==================== block 1
--- config.mk ---
export PLATFORM = sky130hd
export DESIGN_NAME = stream_fifo
export DESIGN_NICKNAME = d
export VERILOG_FILES = /design/src/rtl/stream_pkg.sv /design/src/rtl/stream_fifo_mem.sv /design/src/rtl/stream_fifo.sv
export SDC_FILE = /design/constraint.sdc
export NUM_CORES = 1
export LEC_CHECK = 0
export ABC_AREA = 1
export CAP_MARGIN = 10
export CORE_ASPECT_RATIO = 0.6
export CORE_MARGIN = 3
export CORE_UTILIZATION = 45
export CTS_CLUSTER_SIZE = 10
export DETAILED_ROUTE_END_ITERATION = 10
export GPL_TIMING_DRIVEN = 0
export PLACE_DENSITY = 0.69
export SYNTH_ARGS = -nofsm -noshare
export SYNTH_HDL_FRONTEND = slang
export SYNTH_HIERARCHICAL = 1
export SYNTH_SLANG_ARGS = --single-unit
--- constraint.sdc ---
create_clock -name clk -period 2.1 [get_ports clk]
set_clock_uncertainty 0.05 [all_clocks]
set_input_delay 0.21 -clock clk [delete_from_list [all_inputs] [get_ports clk]]
set_output_delay 0.21 -clock clk [all_outputs]
set_load 0.1 [all_outputs]
--- src/rtl/stream_pkg.sv ---
// Shared stream definitions for the 8-bit ready/valid pipeline stages.
package stream_pkg;

    localparam int unsigned STREAM_DATA_W = 8;

    typedef logic [STREAM_DATA_W-1:0] stream_data_t;

    // Pointer/count width for a power-of-two depth: address bits plus one wrap bit.
    function automatic int unsigned ptr_width(input int unsigned depth);
        return $clog2(depth) + 1;
    endfunction

endpackage

--- src/rtl/stream_fifo_mem.sv ---
// DEPTH x DATA_W register array: synchronous write, asynchronous read.
// Contents are not cleared by reset; validity is tracked by the owner's pointers.
module stream_fifo_mem
    import stream_pkg::*;
#(
    parameter int unsigned DATA_W = STREAM_DATA_W,
    parameter int unsigned DEPTH  = 4,
    localparam int unsigned AW    = ptr_width(DEPTH) - 1
) (
    input  logic              clk,
    input  logic              we,
    input  logic [AW-1:0]     waddr,
    input  logic [DATA_W-1:0] wdata,
    input  logic [AW-1:0]     raddr,
    output logic [DATA_W-1:0] rdata
);

    logic [DATA_W-1:0] mem [DEPTH];

    // Write port: only an accepted push updates storage.
    always_ff @(posedge clk) begin
        if (we) begin
            mem[waddr] <= wdata;
        end
    end

    assign rdata = mem[raddr];

endmodule

--- src/rtl/stream_fifo.sv ---
// Elastic ready/valid buffer with occupancy count.
// Optional zero-latency path when empty: define STREAM_FIFO_BYPASS_EN.
module stream_fifo
    import stream_pkg::*;
#(
    parameter int unsigned DATA_W = STREAM_DATA_W,
    parameter int unsigned DEPTH  = 4,
    localparam int unsigned CNT_W = ptr_width(DEPTH)
) (
    input  logic              clk,
    input  logic              rst,
    input  logic [DATA_W-1:0] in_a_data,
    input  logic              in_a_valid,
    output logic              in_a_ready,
    output logic [DATA_W-1:0] out_a_data,
    output logic              out_a_valid,
    input  logic              out_a_ready,
    output logic [CNT_W-1:0]  count
);

    localparam int unsigned AW = CNT_W - 1;

    logic [CNT_W-1:0]  wr_ptr_q, wr_ptr_d;
    logic [CNT_W-1:0]  rd_ptr_q, rd_ptr_d;
    logic [CNT_W-1:0]  count_q, count_d;
    logic              empty, full;
    logic              push, pop;
    logic [DATA_W-1:0] rdata;

    assign empty = (wr_ptr_q == rd_ptr_q);
    assign full  = (wr_ptr_q[AW] != rd_ptr_q[AW]) && (wr_ptr_q[AW-1:0] == rd_ptr_q[AW-1:0]);

    // Depends only on registered state and rst, never on out_a_ready.
    assign in_a_ready = !full && !rst;
    assign count      = rst ? '0 : count_q;

`ifdef STREAM_FIFO_BYPASS_EN
    logic bypass;

    // Output mux: storage head when non-empty, otherwise the live input beat.
    always_comb begin
        bypass      = empty && in_a_valid && !rst;
        out_a_valid = !rst && (!empty || in_a_valid);
        out_a_data  = '0;
        if (!rst && !empty) begin
            out_a_data = rdata;
        end else if (bypass) begin
            out_a_data = in_a_data;
        end
        // A bypassed beat taken downstream this cycle never touches storage.
        push = in_a_valid && in_a_ready && !(bypass && out_a_ready);
        pop  = !rst && !empty && out_a_ready;
    end
`else
    // Output comes from storage only; zero it while nothing is valid.
    always_comb begin
        out_a_valid = !empty && !rst;
        out_a_data  = out_a_valid ? rdata : '0;
        push        = in_a_valid && in_a_ready;
        pop         = out_a_valid && out_a_ready;
    end
`endif

    // Next-state for pointers and occupancy.
    always_comb begin
        wr_ptr_d = wr_ptr_q;
        rd_ptr_d = rd_ptr_q;
        count_d  = count_q;
        if (push) begin
            wr_ptr_d = wr_ptr_q + 1'b1;
        end
        if (pop) begin
            rd_ptr_d = rd_ptr_q + 1'b1;
        end
        unique case ({push, pop})
            2'b10:   count_d = count_q + 1'b1;
            2'b01:   count_d = count_q - 1'b1;
            default: count_d = count_q;
        endcase
    end

    // State registers with synchronous reset.
    always_ff @(posedge clk) begin
        if (rst) begin
            wr_ptr_q <= '0;
            rd_ptr_q <= '0;
            count_q  <= '0;
        end else begin
            wr_ptr_q <= wr_ptr_d;
            rd_ptr_q <= rd_ptr_d;
            count_q  <= count_d;
        end
    end

    stream_fifo_mem #(
        .DATA_W (DATA_W),
        .DEPTH  (DEPTH)
    ) u_mem (
        .clk   (clk),
        .we    (push),
        .waddr (wr_ptr_q[AW-1:0]),
        .wdata (in_a_data),
        .raddr (rd_ptr_q[AW-1:0]),
        .rdata (rdata)
    );

endmodule

==================== block 2
$ cat config.mk
export PLATFORM = sky130hd
export DESIGN_NAME = hazard_ctrl
export DESIGN_NICKNAME = d
export VERILOG_FILES = /design/src/rtl/hazard_ctrl.sv
export SDC_FILE = /design/constraint.sdc
export NUM_CORES = 1
export LEC_CHECK = 0
export ABC_AREA = 0
export CAP_MARGIN = 5
export CORE_MARGIN = 3
export CORE_UTILIZATION = 45
export CTS_CLUSTER_SIZE = 10
export DETAILED_ROUTE_END_ITERATION = 12
export GPL_ROUTABILITY_DRIVEN = 0
export GPL_TIMING_DRIVEN = 1
export PLACE_DENSITY = 0.8
export SYNTH_ARGS = -nofsm -noshare
export SYNTH_HDL_FRONTEND = slang
export SYNTH_SLANG_ARGS = --single-unit
$ cat constraint.sdc
create_clock -name clk -period 2.33 [get_ports clk]
set_clock_uncertainty 0.15 [all_clocks]
set_input_delay 0.233 -clock clk [delete_from_list [all_inputs] [get_ports clk]]
set_output_delay 0.233 -clock clk [all_outputs]
set_load 0.01 [all_outputs]
$ cat src/rtl/hazard_ctrl.sv
// Pipeline sequencer for the 5-stage RV32I core: stage-register enables, IF/ID flush,
// ID/EX control-mux select and PC redirect for load-use, memory-stall and mispredict hazards.
module hazard_ctrl #(
    parameter int XLEN  = 32,
    parameter int CNT_W = 16
) (
    input  logic             clk,
    input  logic             rst,
    input  logic [4:0]       if_id_rs1,
    input  logic [4:0]       if_id_rs2,
    input  logic             if_id_use_rs1,
    input  logic             if_id_use_rs2,
    input  logic             id_ex_memread,
    input  logic [4:0]       id_ex_rd,
    input  logic             ex_mispredict,
    input  logic [XLEN-1:0]  ex_target,
    input  logic             imem_stall,
    input  logic             dmem_stall,
    output logic             pc_load,
    output logic             pc_redirect,
    output logic [XLEN-1:0]  redirect_pc,
    output logic             if_id_load,
    output logic             id_ex_load,
    output logic             ex_mem_load,
    output logic             mem_wb_load,
    output logic             if_id_flush,
    output logic             controlmux_sel,
    output logic [CNT_W-1:0] bubble_cnt,
    output logic [CNT_W-1:0] flush_cnt
);

    typedef enum logic {
        RUN,
        DISCARD
    } state_e;

    localparam logic SEL_ZERO = 1'b0;
    localparam logic SEL_NORM = 1'b1;

    state_e          state, next_state;
    logic [XLEN-1:0] target_q, target_d;
    logic            bubble_inc, flush_inc;
    logic            load_use;

    assign load_use = id_ex_memread && (id_ex_rd != 5'd0) &&
                      ((if_id_use_rs1 && (if_id_rs1 == id_ex_rd)) ||
                       (if_id_use_rs2 && (if_id_rs2 == id_ex_rd)));

    // NOTE: every signal written here gets a default first, so no path can infer a latch.
    always_comb begin
        next_state     = state;
        target_d       = target_q;
        bubble_inc     = 1'b0;
        flush_inc      = 1'b0;
        pc_load        = 1'b1;
        pc_redirect    = 1'b0;
        redirect_pc    = '0;
        if_id_load     = 1'b1;
        id_ex_load     = 1'b1;
        ex_mem_load    = 1'b1;
        mem_wb_load    = 1'b1;
        if_id_flush    = 1'b0;
        controlmux_sel = SEL_NORM;

        if (!rst) begin
            pc_load        = 1'b0;
            if_id_load     = 1'b0;
            id_ex_load     = 1'b0;
            ex_mem_load    = 1'b0;
            mem_wb_load    = 1'b0;
            controlmux_sel = SEL_ZERO;
        end else if (dmem_stall) begin
            // Whole pipe frozen; a pending mispredict stays valid in EX and is seen later.
            pc_load     = 1'b0;
            if_id_load  = 1'b0;
            id_ex_load  = 1'b0;
            ex_mem_load = 1'b0;
            mem_wb_load = 1'b0;
        end else begin
            unique case (state)
                RUN: begin
                    if (ex_mispredict) begin
                        flush_inc      = 1'b1;
                        controlmux_sel = SEL_ZERO;
                        if (imem_stall) begin
                            pc_load    = 1'b0;
                            if_id_load = 1'b0;
                            target_d   = ex_target;
                            next_state = DISCARD;
                        end else begin
                            pc_redirect = 1'b1;
                            redirect_pc = ex_target;
                            if_id_flush = 1'b1;
                        end
                    end else if (load_use || imem_stall) begin
                        pc_load        = 1'b0;
                        if_id_load     = 1'b0;
                        controlmux_sel = SEL_ZERO;
                        bubble_inc     = load_use;
                    end
                end
                DISCARD: begin
                    controlmux_sel = SEL_ZERO;
                    if (imem_stall) begin
                        pc_load    = 1'b0;
                        if_id_load = 1'b0;
                    end else begin
                        // The fetch that was in flight is stale: squash it as PC takes the target.
                        pc_redirect = 1'b1;
                        redirect_pc = target_q;
                        if_id_flush = 1'b1;
                        next_state  = RUN;
                    end
                end
                default: next_state = RUN;
            endcase
        end
    end

    // NOTE: sequential state uses non-blocking assignments so all registers update together.
    always_ff @(posedge clk or negedge rst) begin
        if (!rst) begin
            state      <= RUN;
            target_q   <= '0;
            bubble_cnt <= '0;
            flush_cnt  <= '0;
        end else begin
            state    <= next_state;
            target_q <= target_d;
            if (bubble_inc && (bubble_cnt != {CNT_W{1'b1}}))
                bubble_cnt <= bubble_cnt + CNT_W'(1);
            if (flush_inc && (flush_cnt != {CNT_W{1'b1}}))
                flush_cnt <= flush_cnt + CNT_W'(1);
        end
    end

endmodule

block_2/final_clocks.png
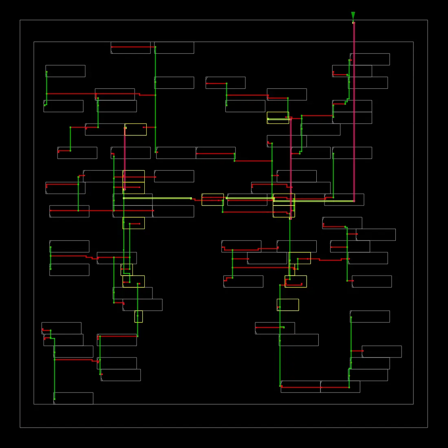
clock buffer count: 13
CTS sink count: 65

==> results_dict.tcl, block 2 <==
# yosys + openroad results
set metrics [dict create \
    relSlewSlack_pct 51.2 \
    grt_antenna_before_repair 0 \
    crit_family "AND-OR/OR-AND gates" \
    outcome "completed" \
    log.warning_count 26 \
    drc_errors 0 \
    drt_iter0_markers 61 \
    non_clock_buffer_count 149 \
    grt_pass1_wl_um 13800 \
    clk_pin_slew_ns 0.06 \
    ff2ff_path_depth 4 \
    syn_avg_cell_area_um2 11.2 \
    wl_met2_um 4700 \
    yosysChipArea_um2 3550 \
    r2r-start "flush_cnt[8]$_DFFE_PN0P_" \
    ir_drop_v 0.000493 \
    slowest_stage "or4_4" \
    hold_end "state$_DFFE_PN0P_" \
    grt_pass1_vias 2851 \
    min_period_ns 2.28 \
    grt_max_degree 59 \
    setup_viol 0 \
    critPathKind "in2out" \
    die_y_um 94.8 \
    fin_setup_tns_ns 0 \
    num-fill-cells 550 \
    synthSimpleGateAreaFrac_pct 17.5 \
    powerSeq_mw 1.43 \
    final_nets 519 \
    avgRoutedWirePerCell_um 15.4 \
    p_leak_nw 2.72 \
    topRoutingLayerUsed "met4" \
    hold_ws_ns 0.148 \
    tightest_slew_ns 0.732 \
    crit_chain "dlygate4sd2_1 -> or4_4 -> o21a_4 -> a2111oi_4 -> o21a_1 -> buf_2" \
]
block_1/met2.png
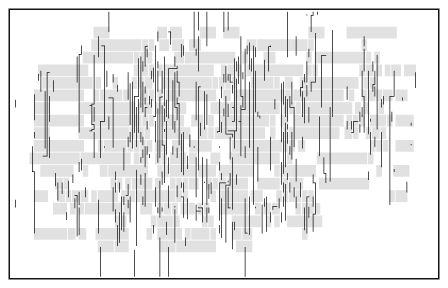
The layer carries 1,560 um of wire. The wires run mostly vertical. 195 nets have wire on it. The layer holds 42% of the routed length.

block_1/drive_strength.png
Scale bar: 20 um.
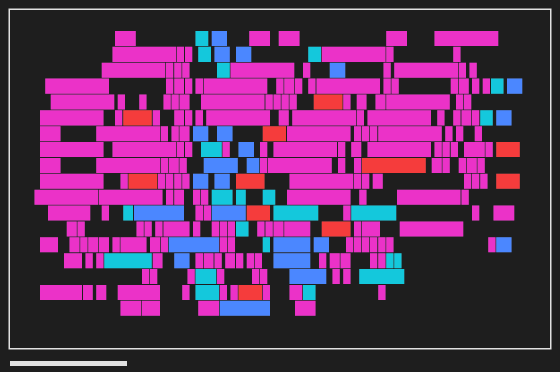
Key: drive 6 and up = red [cells 11, share 4.1%]; drive 1 or less = magenta [cells 215, share 79%, most used nand2_1]; drive 3 to 4 = blue [cells 23, share 8.5%, most used buf_4]; drive 2 = cyan [cells 22, share 8.1%, most used nor2_2]
design area: 2550 um2
Final WS setup: 0.0884 ns

==> results_dict.tcl, block 1 <==
# yosys + openroad results
set metrics [dict create \
    dp_cells 320 \
    overflow 0 \
    log.warning_count 28 \
    root_buffer "clkbuf_8" \
    r2r-start "rd_ptr_q[0]$_SDFFE_PP0P_" \
    regMostFlops "u_mem/mem" \
    hp-class "reg2reg" \
    min_period_ns 2.01 \
    slowest_stage "clkdlybuf4s15_2" \
    yosys.area_share.aoi_pct 2.72 \
    setup.worst_path.start "rst" \
    busiest_layer "met1" \
    non_clock_buffer_count 35 \
    outcome "completed" \
    r2r_end "count_q[2]$_SDFFE_PP0P_" \
    syn_area_um2 2020 \
    relSlewSlack_pct 36.5 \
    grt_util_met1_pct 21.8 \
    rrSetupSlack_ns 0.13 \
    synth.distinct_cells 21 \
    p_sw_mw 0.684 \
    avgRoutedWirePerCell_um 11.1 \
    postCtsHoldBufs 0 \
    synthArstFlopShare_pct 0 \
    ys_warn_count 6 \
    wl_met3_um 226 \
    cts_setup_buffers 0 \
    synth_area_leader_cell "edfxtp_1" \
    powerSeq_mw 0.934 \
    n_sequential_cell 41 \
    grt_antenna_before_repair 0 \
    wl_met2_um 1560 \
    hold_viol 0 \
    fmax_ghz 0.497 \
    grt_util_met2_pct 20.0 \
    ir_drop_v 0.000484 \
    yosysChipArea_um2 2020 \
    comb_area_um2 669 \
    rows 18 \
    vias_per_cell 4.45 \
    die_w_um 92.5 \
    die_y_um 57.9 \
    grt_max_degree 13 \
    largest_reg_flops 32 \
    setup_viol 0 \
    track_usage_pct 14.5 \
    power_density_nw_per_um2 823 \
    hp-start "count_q[0]$_SDFFE_PP0P_" \
    dp_hpwl_um 2640 \
    crit_family "buffers and inverters" \
    syn_avg_cell_area_um2 8.64 \
    power_frac_clock_pct 28.1 \
    io_pins 25 \
    worstPathMaxFanout 10 \
    crit_path_end_kind "output pin" \
    largestPowerGroup "sequential cells" \
    clk_latency_ns 0.28 \
    gr-usage-met3_pct 3.76 \
    worst_path_largest_cell_delay_ns 0.54 \
    cap_viol_max_count 0 \
    grt_pass1_wl_um 5860 \
    hold_end "count_q[0]$_SDFFE_PP0P_" \
    cp.depth 6 \
    synth-edff-count 32 \
    hold_ws_ns 0.401 \
]


==> notes/layouts.md <==
Pictures saved along the way, in no particular order.

Met1 routing.
Plate I
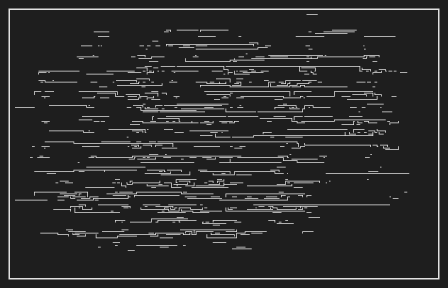
Plate II
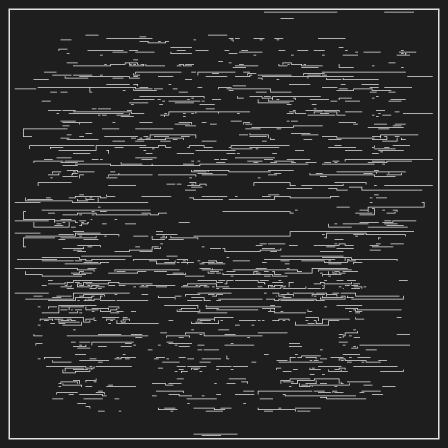
Block 1 is Plate I.
Block 2 is Plate II.

Key to Plate I:
The layer carries 1,880 um of wire. The longest straight run is 30.1 um. 268 nets have wire on it.

